=== alu_seq_exec ===
Fig. 1: alu_seq_exec, supply network
Pins as bars on the die edge. Tap cells in gray.
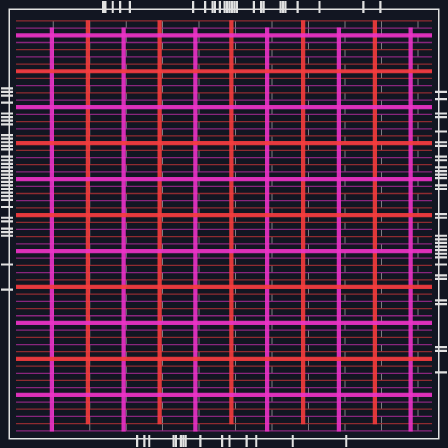

**src/rtl/alu_seq_exec.sv**
```systemverilog
// alu_seq_exec: sequential ALU execution unit for the EX stage.
//
// Logic, add/sub, compare and equality ops finish one cycle after accept. Shifts
// run bit-serially, one bit position per cycle, so an n-bit shift takes n+1
// cycles from accept to out_valid.
//
// Ports:
//   clk        system clock, rising edge
//   reset      asynchronous active-high reset
//   Operation  4-bit opcode from the ALU controller
//   SrcA       operand A (shift source for shifts)
//   SrcB       operand B (low SHAMT_W bits are the shift amount for shifts)
//   in_valid   Operation/SrcA/SrcB are valid
//   in_ready   unit can accept an operation (high only when idle)
//   Result     registered result
//   Zero       registered Result == 0 flag
//   out_valid  Result/Zero are valid (high only when done)
//   out_ready  consumer accepts Result
module alu_seq_exec #(
    parameter int unsigned DATA_WIDTH = 32,
    parameter int unsigned SHAMT_W    = $clog2(DATA_WIDTH)
) (
    input  logic                  clk,
    input  logic                  reset,
    input  logic [3:0]            Operation,
    input  logic [DATA_WIDTH-1:0] SrcA,
    input  logic [DATA_WIDTH-1:0] SrcB,
    input  logic                  in_valid,
    output logic                  in_ready,
    output logic [DATA_WIDTH-1:0] Result,
    output logic                  Zero,
    output logic                  out_valid,
    input  logic                  out_ready
);

    localparam logic [3:0] OpAnd = 4'b0000;
    localparam logic [3:0] OpOr  = 4'b0001;
    localparam logic [3:0] OpAdd = 4'b0010;
    localparam logic [3:0] OpSub = 4'b0011;
    localparam logic [3:0] OpSll = 4'b0100;
    localparam logic [3:0] OpSrl = 4'b0101;
    localparam logic [3:0] OpXor = 4'b0110;
    localparam logic [3:0] OpSra = 4'b0111;
    localparam logic [3:0] OpEq  = 4'b1000;
    localparam logic [3:0] OpSlt = 4'b1100;

    typedef enum logic [1:0] {
        StIdle,
        StShift,
        StDone
    } state_e;

    state_e                 state_q;
    logic [DATA_WIDTH-1:0]  result_q;
    logic                   zero_q;
    logic [DATA_WIDTH-1:0]  work_q;
    logic [SHAMT_W-1:0]     cnt_q;
    logic [3:0]             op_q;

    logic [DATA_WIDTH-1:0]  alu_res;
    logic [DATA_WIDTH-1:0]  shift_next;
    logic [SHAMT_W-1:0]     shamt;
    logic                   is_shift;

    assign in_ready  = (state_q == StIdle);
    assign out_valid = (state_q == StDone);
    assign Result    = result_q;
    assign Zero      = zero_q;

    assign shamt    = SrcB[SHAMT_W-1:0];
    assign is_shift = (Operation == OpSll) || (Operation == OpSrl) || (Operation == OpSra);

    // Single-cycle result; undefined opcodes (and shifts, handled separately) give 0.
    always_comb begin
        alu_res = '0;
        case (Operation)
            OpAnd:   alu_res = SrcA & SrcB;
            OpOr:    alu_res = SrcA | SrcB;
            OpXor:   alu_res = SrcA ^ SrcB;
            OpAdd:   alu_res = SrcA + SrcB;
            OpSub:   alu_res = SrcA - SrcB;
            OpEq:    alu_res = {{(DATA_WIDTH-1){1'b0}}, (SrcA == SrcB)};
            OpSlt:   alu_res = {{(DATA_WIDTH-1){1'b0}}, ($signed(SrcA) < $signed(SrcB))};
            default: alu_res = '0;
        endcase
    end

    // One-bit step of the working register for the captured shift opcode.
    always_comb begin
        shift_next = work_q;
        case (op_q)
            OpSll:   shift_next = {work_q[DATA_WIDTH-2:0], 1'b0};
            OpSrl:   shift_next = {1'b0, work_q[DATA_WIDTH-1:1]};
            default: shift_next = {work_q[DATA_WIDTH-1], work_q[DATA_WIDTH-1:1]};
        endcase
    end

    always_ff @(posedge clk or posedge reset) begin
        if (reset) begin
            state_q  <= StIdle;
            result_q <= '0;
            zero_q   <= 1'b0;
            work_q   <= '0;
            cnt_q    <= '0;
            op_q     <= '0;
        end else begin
            case (state_q)
                StIdle: begin
                    if (in_valid) begin
                        if (is_shift && (shamt != '0)) begin
                            work_q  <= SrcA;
                            cnt_q   <= shamt;
                            op_q    <= Operation;
                            state_q <= StShift;
                        end else if (is_shift) begin
                            result_q <= SrcA;
                            zero_q   <= (SrcA == '0);
                            state_q  <= StDone;
                        end else begin
                            result_q <= alu_res;
                            zero_q   <= (alu_res == '0);
                            state_q  <= StDone;
                        end
                    end
                end
                StShift: begin
                    work_q <= shift_next;
                    cnt_q  <= cnt_q - 1'b1;
                    // Last step: counter reaches zero on this edge.
                    if (cnt_q == SHAMT_W'(1)) begin
                        result_q <= shift_next;
                        zero_q   <= (shift_next == '0);
                        state_q  <= StDone;
                    end
                end
                StDone: begin
                    if (out_ready) begin
                        state_q <= StIdle;
                    end
                end
                default: state_q <= StIdle;
            endcase
        end
    end

endmodule

```
**config.mk**
```make
export PLATFORM = sky130hd
export DESIGN_NAME = alu_seq_exec
export DESIGN_NICKNAME = d
export VERILOG_FILES = /design/src/rtl/alu_seq_exec.sv
export SDC_FILE = /design/constraint.sdc
export NUM_CORES = 1
export LEC_CHECK = 0
export ABC_CLOCK_PERIOD_IN_PS = 2750
export CORE_MARGIN = 2
export CORE_UTILIZATION = 41
export DETAILED_ROUTE_END_ITERATION = 16
export HOLD_SLACK_MARGIN = 0.08
export PLACE_DENSITY = 0.7
export SLEW_MARGIN = 10
export SYNTH_ARGS = -nofsm -noshare
export SYNTH_HDL_FRONTEND = slang
export SYNTH_SLANG_ARGS = --single-unit
```
**constraint.sdc**
```tcl
create_clock -name clk -period 2.75 [get_ports clk]
set_clock_uncertainty 0.15 [all_clocks]
set_input_delay 0.275 -clock clk [delete_from_list [all_inputs] [get_ports clk]]
set_output_delay 0.275 -clock clk [all_outputs]
set_load 0.01 [all_outputs]
```
=== pipe_hazard_ctrl ===
`config.mk`:
```
export PLATFORM = sky130hd
export DESIGN_NAME = pipe_hazard_ctrl
export DESIGN_NICKNAME = d
export VERILOG_FILES = /design/src/rtl/pipe_hazard_ctrl.sv
export SDC_FILE = /design/constraint.sdc
export NUM_CORES = 1
export LEC_CHECK = 0
export CAP_MARGIN = 40
export CORE_MARGIN = 1.5
export CORE_UTILIZATION = 37
export CTS_CLUSTER_DIAMETER = 60
export DETAILED_ROUTE_END_ITERATION = 8
export GPL_TIMING_DRIVEN = 0
export PLACE_DENSITY = 0.72
export SLEW_MARGIN = 0
export SYNTH_ARGS = -nofsm -noshare
export SYNTH_HDL_FRONTEND = slang
export SYNTH_SLANG_ARGS = --single-unit
```
`constraint.sdc`:
```
create_clock -name clk -period 2.8 [get_ports clk]
set_clock_uncertainty 0.15 [all_clocks]
set_input_delay 0.84 -clock clk [delete_from_list [all_inputs] [get_ports clk]]
set_output_delay 0.84 -clock clk [all_outputs]
set_load 0.01 [all_outputs]
```
`src/rtl/pipe_hazard_ctrl.sv`:
```
// pipe_hazard_ctrl: central control for the F/R/E/W pipeline.
// Tracks per-stage valid bits and the E/W destination scoreboard, detects
// read-after-write hazards against E (stall) and against W (forward select),
// and turns a taken E-stage branch into a flush of the F and R slots.
// Optional build macro: PIPE_HAZARD_CTRL_PERF_EN adds saturating
// stall_cnt / flush_cnt outputs.
module pipe_hazard_ctrl #(
   parameter int NREG          = 8,
   parameter int CALL_LINK_REG = 7
) (
   input  logic                     clk,
   input  logic                     reset,
   input  logic [15:0]              mem_data,
   input  logic                     ex_br_taken,
   output logic                     pc_en,
   output logic                     pc_load_target,
   output logic                     r_valid,
   output logic                     e_valid,
   output logic                     w_valid,
   output logic                     stall,
   output logic                     flush,
   output logic [1:0]               detect_reg,
   output logic [$clog2(NREG)-1:0]  w_dest,
   output logic                     w_we
`ifdef PIPE_HAZARD_CTRL_PERF_EN
   ,
   output logic [15:0]              stall_cnt,
   output logic [15:0]              flush_cnt
`endif
);

   localparam int RW = $clog2(NREG);

   localparam logic [3:0] OP_MV   = 4'd0;
   localparam logic [3:0] OP_ADD  = 4'd1;
   localparam logic [3:0] OP_SUB  = 4'd2;
   localparam logic [3:0] OP_CMP  = 4'd3;
   localparam logic [3:0] OP_LD   = 4'd4;
   localparam logic [3:0] OP_ST   = 4'd5;
   localparam logic [3:0] OP_MVHI = 4'd6;
   localparam logic [3:0] OP_JR   = 4'd8;
   localparam logic [3:0] OP_JZ   = 4'd9;
   localparam logic [3:0] OP_JN   = 4'd10;
   localparam logic [3:0] OP_CALL = 4'd12;

   logic [3:0]    opcode;
   logic          imm;
   logic [RW-1:0] ra;
   logic [RW-1:0] rb;
   logic          writes;
   logic          reads_a;
   logic          reads_b;
   logic [RW-1:0] dest;
   logic          advance;

   logic          r_valid_q;
   logic          e_valid_q;
   logic          w_valid_q;
   logic [RW-1:0] e_dest_q;
   logic          e_we_q;
   logic [RW-1:0] w_dest_q;
   logic          w_we_q;

   assign opcode = mem_data[3:0];
   assign imm    = mem_data[4];
   assign ra     = RW'(mem_data[7:5]);
   assign rb     = RW'(mem_data[10:8]);

   // Decode which registers the R-stage word reads and which one it writes
   always_comb begin
      writes  = 1'b0;
      reads_a = 1'b0;
      reads_b = 1'b0;
      dest    = ra;
      case (opcode)
         OP_MV: begin
            writes  = 1'b1;
            reads_b = ~imm;
         end
         OP_ADD, OP_SUB: begin
            writes  = 1'b1;
            reads_a = 1'b1;
            reads_b = ~imm;
         end
         OP_CMP: begin
            reads_a = 1'b1;
            reads_b = ~imm;
         end
         OP_LD: begin
            writes  = 1'b1;
            reads_b = 1'b1;
         end
         OP_ST: begin
            reads_a = 1'b1;
            reads_b = 1'b1;
         end
         OP_MVHI: begin
            writes  = 1'b1;
            reads_a = 1'b1;
         end
         OP_JR, OP_JZ, OP_JN: begin
            reads_a = ~imm;
         end
         OP_CALL: begin
            writes  = 1'b1;
            reads_a = ~imm;
            dest    = RW'(CALL_LINK_REG);
         end
         default: begin
         end
      endcase
   end

   // Hazard, flush and forwarding decisions; a taken branch overrides a stall
   always_comb begin
      flush = e_valid_q & ex_br_taken;
      stall = r_valid_q & e_valid_q & e_we_q &
              ((reads_a & (ra == e_dest_q)) | (reads_b & (rb == e_dest_q))) & ~flush;
      pc_en          = ~stall;
      pc_load_target = flush;
      detect_reg[0]  = r_valid_q & w_we & reads_a & (ra == w_dest_q);
      detect_reg[1]  = r_valid_q & w_we & reads_b & (rb == w_dest_q);
      advance        = r_valid_q & ~stall & ~flush;
   end

   assign r_valid = r_valid_q;
   assign e_valid = e_valid_q;
   assign w_valid = w_valid_q;
   assign w_dest  = w_dest_q;
   assign w_we    = w_valid_q & w_we_q;

   // Stage valids and destination scoreboard; W simply shifts E every cycle
   always_ff @(posedge clk) begin
      if (reset) begin
         r_valid_q <= 1'b0;
         e_valid_q <= 1'b0;
         w_valid_q <= 1'b0;
         e_dest_q  <= '0;
         e_we_q    <= 1'b0;
         w_dest_q  <= '0;
         w_we_q    <= 1'b0;
      end else begin
         if (flush)
            r_valid_q <= 1'b0;
         else if (!stall)
            r_valid_q <= 1'b1;
         e_valid_q <= advance;
         if (advance) begin
            e_dest_q <= dest;
            e_we_q   <= writes;
         end else begin
            e_we_q   <= 1'b0;
         end
         w_valid_q <= e_valid_q;
         w_dest_q  <= e_dest_q;
         w_we_q    <= e_we_q;
      end
   end

`ifdef PIPE_HAZARD_CTRL_PERF_EN
   // Saturating event counters for stall and flush cycles
   always_ff @(posedge clk) begin
      if (reset) begin
         stall_cnt <= '0;
         flush_cnt <= '0;
      end else begin
         if (stall && (stall_cnt != 16'hFFFF))
            stall_cnt <= stall_cnt + 16'd1;
         if (flush && (flush_cnt != 16'hFFFF))
            flush_cnt <= flush_cnt + 16'd1;
      end
   end
`endif

endmodule
```
Fig. 2: alu_seq_exec, register map, names as in the netlist
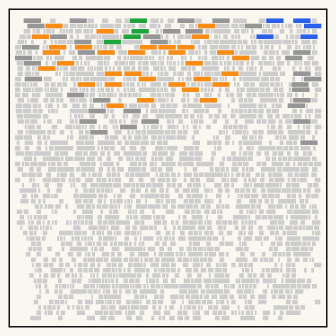
green -> `op_q`  # flops 4, where top middle
orange -> `work_q`  # flops 32
blue -> `cnt_q`  # flops 5, where top right
not colored = 35
final core occ: 72.3%
total sequential power: 0.00199 W

About Fig. 1:
red -> VDD
magenta -> VSS
signal pins = 107
tap cells = 324
met5 straps = 11
rows = 57
met1 rails = 58
Floorplan Core Area: 24400 um2
horizontal die dimension: 162 um

==> notes.md, alu_seq_exec <==
Numbers from the implementation run.

The clock latency on the worst-skew pair is about 340 ps. After floorplanning, the core was divided into 57 placement rows. Per the detail_route report, the via count comes to 13900. The most numerous logic cell after layout is sky130_fd_sc_hd__buf_4.

For reference, the top logic cell family by area is AND-OR/OR-AND gates. The critical path endpoint category is a flip-flop. Per the cell usage report, the commonest logic cells after layout are sky130_fd_sc_hd__buf_4 (489), sky130_fd_sc_hd__nand2_1 (137), sky130_fd_sc_hd__nor2_1 (123), sky130_fd_sc_hd__a21oi_1 (118), sky130_fd_sc_hd__dfrtp_1 (76). The run finished, with violations left. The met1 track utilization from global routing is between 40% and 50%. The total of endpoints with negative setup slack in the final report is 23. The final antenna-violating net count is 0. The global router's overall resource usage is 39.7%. The final reports fail on negative setup slack. Setup repair after global routing could not meet its margin everywhere. Leaving out filler cells and counting taps, the final layout contains 2320.

The measured slew at the worst slew-check pin is 880 ps. Across all setup checks in the final design, the least slack found is -641 ps. In the synthesis report, Yosys lists the chip area as 10200 um2. For reference, the mux area share after synthesis is approximately 4.6%. The final tally of hold violations is 0. After detailed routing, the number of vias per cell comes to around 6.

The mean post-synth cell area is 7.14 um2. Looking at the critical path, the single cell with the biggest stage delay is sky130_fd_sc_hd__or4b_4. Summed over all failing endpoints, the final setup total negative slack is -8030 ps.

On the final layout, the worst hold slack is 114 ps. The maximum level of the CTS H-tree is 3.
## alu_seq_exec: layout make-up
type / instances / area [um2] / area share (%)
well taps: 324 / 405 / 2.30
clock inverters: 7 / 82.6 / 0.468
repair buffers: 640 / 5210 / 29.5
inverters: 104 / 419 / 2.38
clock buffers: 9 / 225 / 1.28
flip-flops and latches: 76 / 1900 / 10.8
multi-input cells: 1160 / 9400 / 53.3
## alu_seq_exec: registers in the layout (all words and copies together), names as in the netlist
signal,cells
state_q,2
op_q,4
work_q,32
Result,32
cnt_q,5
Zero,1
## alu_seq_exec: where the power goes
| group | internal, W | leakage [nW] | switching (W) | total, W |
|---|---|---|---|---|
| Clock | 0.000720 | 0.145 | 0.000531 | 0.00125 |
| Sequential | 0.00161 | 0.951 | 0.000381 | 0.00199 |
| Combinational | 0.00270 | 6.78 | 0.00311 | 0.00581 |
| Total | 0.00504 | 7.88 | 0.00402 | 0.00906 |
Fig. 3: pipe_hazard_ctrl, supply network
Pins as bars on the die edge. Tap cells in gray.
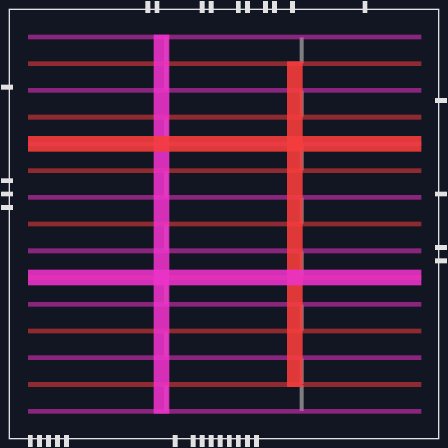
red -> VDD
magenta -> VSS
met4 straps = 2
met5 straps = 2
overall die height: 43.5 um
Floorplan Core Area: 1520 um2
horizontal die dimension: 43.5 um
Peak VDD IR: 0.229 mV

==> notes.md, pipe_hazard_ctrl <==
Numbers from the implementation run.

The share of the clock period used by the worst path is 103%. The total of endpoints with negative setup slack in the final report is 6. The cell row count is 14. The final timing report derives a shortest allowable period of a little under 3000 ps. The final tally of hold violations is 0. The number of well taps is 16. The post-layout utilization of the core is 70.2%.

The checks that failed: negative setup slack. Ranking logic cells in the layout by count gives the top entries sky130_fd_sc_hd__dfxtp_1 (11), sky130_fd_sc_hd__clkdlybuf4s50_1 (9), sky130_fd_sc_hd__xor2_1 (8), sky130_fd_sc_hd__nor2_1 (8). Across all setup checks in the final design, the least slack found is -91.4 ps.

The tree built by TritonCTS fans out to 11 sinks. The run finished, with violations left. The final routed DRC violation total is 0.

The total global routing overflow is 0. 32 I/O pins were placed.
pipe_hazard_ctrl: cell families after synthesis:
kind of cell | count (synthesis)
buffers and inverters | 3
flip-flops | 11
adder cells (fa/ha/maj) | 1
XOR/XNOR | 12
multiplexers | 4
AND/OR/NAND/NOR | 32
AND-OR/OR-AND | 4
pipe_hazard_ctrl: report_power, final:
group	internal [W]	total, W	switching, W
clock network	0.0000553	0.000109	0.0000538
logic	0.0000531	0.0000949	0.0000417
registers	0.000165	0.000174	0.00000838
pipe_hazard_ctrl: what timing repair did:
action                     in CTS  in global routing
setup endpoints to repair       6                  7
resized                        63                  9
pin swaps                      10                  9
setup buffers                  13                  0
pipe_hazard_ctrl: final timing paths:
| path | slack [ps] | end | cells after the start |
|---|---|---|---|
| setup / recovery | -90 | pc_en | 7 |
| hold / removal | 310 | w_we_q$_SDFF_PP0_ | 1 |
| setup reg to reg | 340 | e_dest_q[1]$_SDFFE_PP0P_ | 12 |
| hold reg to reg | 310 | w_we_q$_SDFF_PP0_ | 1 |

=== jtdsp16_sirx ===
[src/rtl/jtdsp16_pkg.sv]
// Shared types and constants for the DSP16 serial I/O blocks.
// Used by jtdsp16_sirx (the build option JTDSP16_SIRX_BYTE_EN enables 8-bit words).
package jtdsp16_pkg;

  typedef enum logic {
    SIRX_IDLE  = 1'b0,
    SIRX_SHIFT = 1'b1
  } sirx_state_t;

  localparam logic [1:0] SIO_ADDR_DATA = 2'd0;
  localparam logic [1:0] SIO_ADDR_STAT = 2'd1;

  localparam int WORD_LEN_16 = 16;
  localparam int WORD_LEN_8  = 8;

  // Bit-counter value at which the final bit of a word is captured
  function automatic logic [3:0] last_bit(input logic byte_sel);
    return byte_sel ? 4'(WORD_LEN_8 - 1) : 4'(WORD_LEN_16 - 1);
  endfunction

endpackage

[src/rtl/jtdsp16_sync.sv]
// Multi-flop synchroniser for the serial input pins plus rising-edge detect
// on the serial clock. ild and di share the same depth so they stay aligned with ick.
module jtdsp16_sync #(
  parameter int STAGES = 2
) (
  input  logic clk,
  input  logic rst,
  input  logic ick,
  input  logic ild,
  input  logic di,
  output logic ild_s,
  output logic di_s,
  output logic ick_rise
);

  logic [STAGES-1:0] ick_ff, ild_ff, di_ff;
  logic              ick_prev;

  always_ff @(posedge clk) begin
    if (rst) begin
      ick_ff   <= '0;
      ild_ff   <= '0;
      di_ff    <= '0;
      ick_prev <= 1'b0;
    end else begin
      ick_ff   <= {ick_ff[STAGES-2:0], ick};
      ild_ff   <= {ild_ff[STAGES-2:0], ild};
      di_ff    <= {di_ff[STAGES-2:0], di};
      ick_prev <= ick_ff[STAGES-1];
    end
  end

  // Both chain and history reset low, so no edge can appear right after reset
  assign ick_rise = ick_ff[STAGES-1] & ~ick_prev;
  assign ild_s    = ild_ff[STAGES-1];
  assign di_s     = di_ff[STAGES-1];

endmodule

[src/rtl/jtdsp16_sirx.sv]
// DSP16 serial input receiver: frames bits from ick/ild/di into ibuf with ibf/ovr flags.
// Define JTDSP16_SIRX_BYTE_EN to let byte_mode select 8-bit words.
module jtdsp16_sirx
  import jtdsp16_pkg::*;
#(
  parameter int SYNC_STAGES = 2
) (
  input  logic        clk,
  input  logic        rst,
  input  logic        ick,
  input  logic        ild,
  input  logic        di,
  input  logic        byte_mode,
  input  logic        sio_rd,
  input  logic [1:0]  cpu_addr,
  output logic [15:0] sio_dout,
  output logic        ibf,
  output logic        ovr,
  input  logic        siord_full,
  output logic        ext_irq
);

  logic        ild_s, di_s, ick_rise;
  sirx_state_t state_q, state_d;
  logic [3:0]  cnt_q;
  logic [15:0] sreg_q, ibuf_q;
  logic        done_q, ibf_q, ovr_q, irq_q;
  logic        cnt_clr, shift_en, word_done;
  logic        byte_sel, rd_data, rd_stat;

  jtdsp16_sync #(.STAGES(SYNC_STAGES)) u_sync (
    .clk      (clk),
    .rst      (rst),
    .ick      (ick),
    .ild      (ild),
    .di       (di),
    .ild_s    (ild_s),
    .di_s     (di_s),
    .ick_rise (ick_rise)
  );

`ifdef JTDSP16_SIRX_BYTE_EN
  assign byte_sel = byte_mode;
`else
  logic unused_byte_mode;
  assign unused_byte_mode = byte_mode;
  assign byte_sel         = 1'b0;
`endif

  always_comb begin
    state_d   = state_q;
    cnt_clr   = 1'b0;
    shift_en  = 1'b0;
    word_done = 1'b0;
    case (state_q)
      SIRX_IDLE: begin
        if (ick_rise && ild_s) begin
          state_d = SIRX_SHIFT;
          cnt_clr = 1'b1;
        end
      end
      SIRX_SHIFT: begin
        if (ick_rise) begin
          // A frame strobe mid-word throws the partial word away
          if (ild_s) begin
            cnt_clr = 1'b1;
          end else begin
            shift_en = 1'b1;
            if (cnt_q == last_bit(byte_sel)) begin
              word_done = 1'b1;
              state_d   = SIRX_IDLE;
            end
          end
        end
      end
      default: state_d = SIRX_IDLE;
    endcase
  end

  always_ff @(posedge clk) begin
    if (rst) begin
      state_q <= SIRX_IDLE;
      cnt_q   <= '0;
      sreg_q  <= '0;
      done_q  <= 1'b0;
    end else begin
      state_q <= state_d;
      done_q  <= word_done;
      if (cnt_clr) begin
        cnt_q  <= '0;
        sreg_q <= '0;
      end else if (shift_en) begin
        cnt_q  <= cnt_q + 4'd1;
        sreg_q <= {sreg_q[14:0], di_s};
      end
    end
  end

  assign rd_data = sio_rd && (cpu_addr == SIO_ADDR_DATA);
  assign rd_stat = sio_rd && (cpu_addr == SIO_ADDR_STAT);

  // A completing word beats a same-cycle data read: ibf stays set, no overrun
  always_ff @(posedge clk) begin
    if (rst) begin
      ibuf_q <= '0;
      ibf_q  <= 1'b0;
      ovr_q  <= 1'b0;
      irq_q  <= 1'b0;
    end else begin
      irq_q <= ibf_q & siord_full;
      if (done_q) begin
        ibuf_q <= byte_sel ? {8'd0, sreg_q[7:0]} : sreg_q;
        ibf_q  <= 1'b1;
      end else if (rd_data) begin
        ibf_q <= 1'b0;
      end
      if (done_q && ibf_q && !rd_data)
        ovr_q <= 1'b1;
      else if (rd_stat)
        ovr_q <= 1'b0;
    end
  end

  always_comb begin
    sio_dout = '0;
    if (rd_data)
      sio_dout = ibuf_q;
    else if (rd_stat)
      sio_dout = {14'd0, ovr_q, ibf_q};
  end

  assign ibf     = ibf_q;
  assign ovr     = ovr_q;
  assign ext_irq = irq_q;

endmodule

[config.mk]
export PLATFORM = sky130hd
export DESIGN_NAME = jtdsp16_sirx
export DESIGN_NICKNAME = d
export VERILOG_FILES = /design/src/rtl/jtdsp16_pkg.sv /design/src/rtl/jtdsp16_sync.sv /design/src/rtl/jtdsp16_sirx.sv
export SDC_FILE = /design/constraint.sdc
export NUM_CORES = 1
export LEC_CHECK = 0
export ABC_AREA = 1
export CAP_MARGIN = 20
export CORE_ASPECT_RATIO = 0.9
export CORE_MARGIN = 2
export CORE_UTILIZATION = 40
export CTS_BUF_LIST = sky130_fd_sc_hd__clkbuf_2 sky130_fd_sc_hd__clkbuf_4 sky130_fd_sc_hd__clkbuf_8
export DETAILED_ROUTE_END_ITERATION = 8
export GPL_ROUTABILITY_DRIVEN = 0
export PLACE_DENSITY_LB_ADDON = 0.12
export SYNTH_ARGS = -nofsm -noshare
export SYNTH_HDL_FRONTEND = slang
export SYNTH_SLANG_ARGS = --single-unit
[constraint.sdc]
create_clock -name clk -period 2.1 [get_ports clk]
set_clock_uncertainty 0.2 [all_clocks]
set_input_delay 0.63 -clock clk [delete_from_list [all_inputs] [get_ports clk]]
set_output_delay 0.63 -clock clk [all_outputs]
set_load 0.01 [all_outputs]
==> notes.md <==
Numbers from the implementation run.

The run finished, with violations left. The final reports fail on negative setup slack. After layout, the inverter instance count without clock inverters stands at 31. The layout has 41 buffers outside the clock class.

The type of origin of the critical path is an input pin. The design has 48 sequential cells. The post-detailed-route wirelength per cell is 11.3 um. The layout summary lists the proportion of cells stronger than drive strength 1 as 31.5%.

The synthesized netlist occupies a cell area of 1910 um2. The cell type of the slowest stage on the worst timing path is sky130_fd_sc_hd__buf_12. After layout the signal buffers, clock cells excluded, come to 16.4% of cell area. The worst hold path begins at u_sync.ild_ff[0]$_SDFF_PP0_. The final timing report gives a worst setup slack of -23.9 ps. The path with the worst hold slack has its endpoint at u_sync.ild_ff[1]$_SDFF_PP0_. The number of nets at the end of the flow is ~280. Summing all flip-flop and latch instances after layout gives roughly 960 um2.

The tally of OpenROAD warnings is 30. The dominant power group is sequential cells. The most numerous logic cell after layout is sky130_fd_sc_hd__dfxtp_1. The global-route wire length before repair is 6480 um. In the placement report, post-DP HPWL is listed as between 2000 and 2500 um. The total of endpoints with negative setup slack in the final report is 12. The via count of the first global-routing pass is 1411. In this run the number of H-tree levels came out at 2.
[per-layer routing]
metal / global-route usage [%] / vias up / wire (um)
met5: 0 / - / 0
met4: 6.67 / 0 / 68
met3: 4.17 / 8 / 143
met2: 22.3 / 26 / 1720
met1: 20.0 / 669 / 1860
li1: - / 815 / -
[worst min-delay path: cells and delay by family (launching register included)]
kind	cells	cell delay [ps]
buffers and inverters	1	40
DFF	1	300
and+or+nand+nor	1	30
[through the flow]
stage | instance area (um2) | hold WS (ps) | utilization (%) | total power, W
4_1_cts | 2350 | 208 | 51.9 | 0.00170
3_5_place_dp | 2260 | 195 | 50.0 | 0.00101
6_report | 2560 | 205 | 56.6 | 0.00169
5_1_grt | 2560 | 226 | 56.6 | 0.00175
3_3_place_gp | 2260 | 189 | 50.0 | 0.00101
2_1_floorplan | 1910 | 188 | - | 0.000973
[kinds of logic after synthesis]
kind of cell    Yosys count
compound gates           55
flops                    48
simple gates             88
xor+xnor                  1
fa+ha+maj                 1
buf+inv                  42
Fig. 4: jtdsp16_sirx, routing congestion map
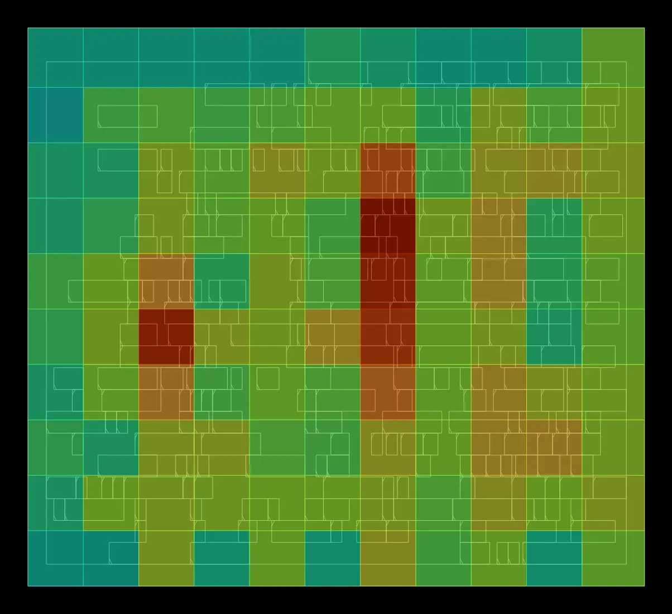
layer with the highest usage: met2
met3 layer usage reported by global route: 4.17%
GR met2 Demand/Resource: 22.3%

Fig. 5: jtdsp16_sirx, supply network
Pins as bars on the die edge. Tap cells in gray.
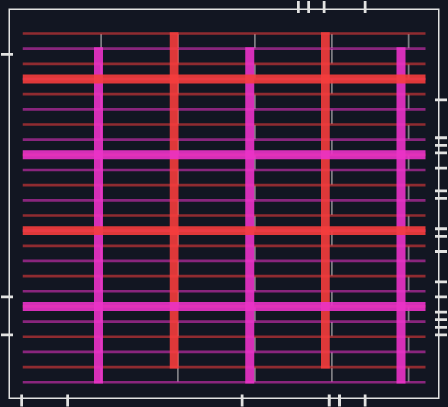
magenta -> VSS
red -> VDD
met5 straps = 4
rows = 23
met1 rails = 24
tap cells = 62
signal pins = 29
Floorplan Core Area: 4520 um2
overall die height: 69.5 um
Peak VDD IR: 0.432 mV
horizontal die dimension: 76.8 um

Fig. 6: jtdsp16_sirx, cells colored by class
Scale bar: 20 um.
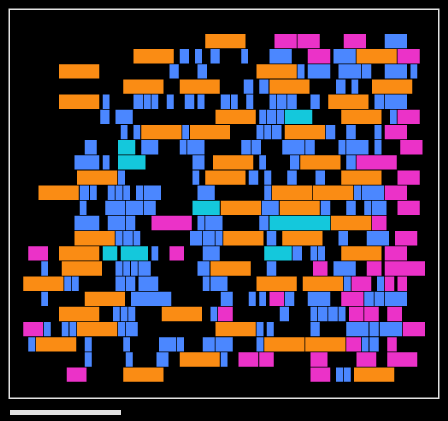
cyan -> clock drivers and dummy loads  # cells 8
orange -> sequential cells  # cells 48
magenta -> remaining buffers and delay cells  # cells 41
blue -> remaining logic cells  # cells 176
num rows: 23
final core occ: 56.6%
flop share of the area: 37.6%



==> layout pictures side by side <==
Clock wires, drivers and flops.
(a)
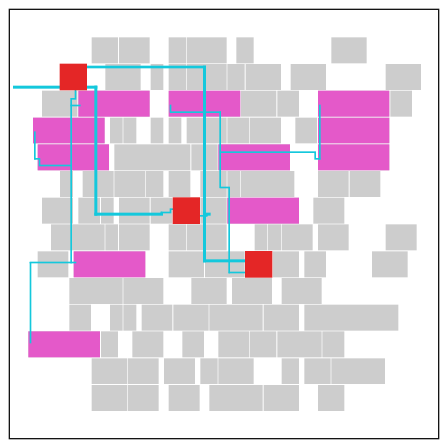
(b)
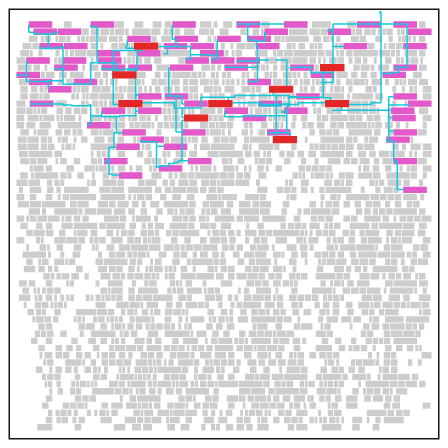
(c)
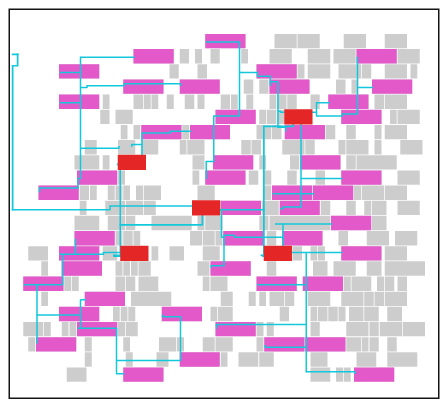
- most sequential cells: (b)
(c) is jtdsp16_sirx.
(a) is pipe_hazard_ctrl.
(b) is alu_seq_exec.

Power and IR drop assume default switching activity.
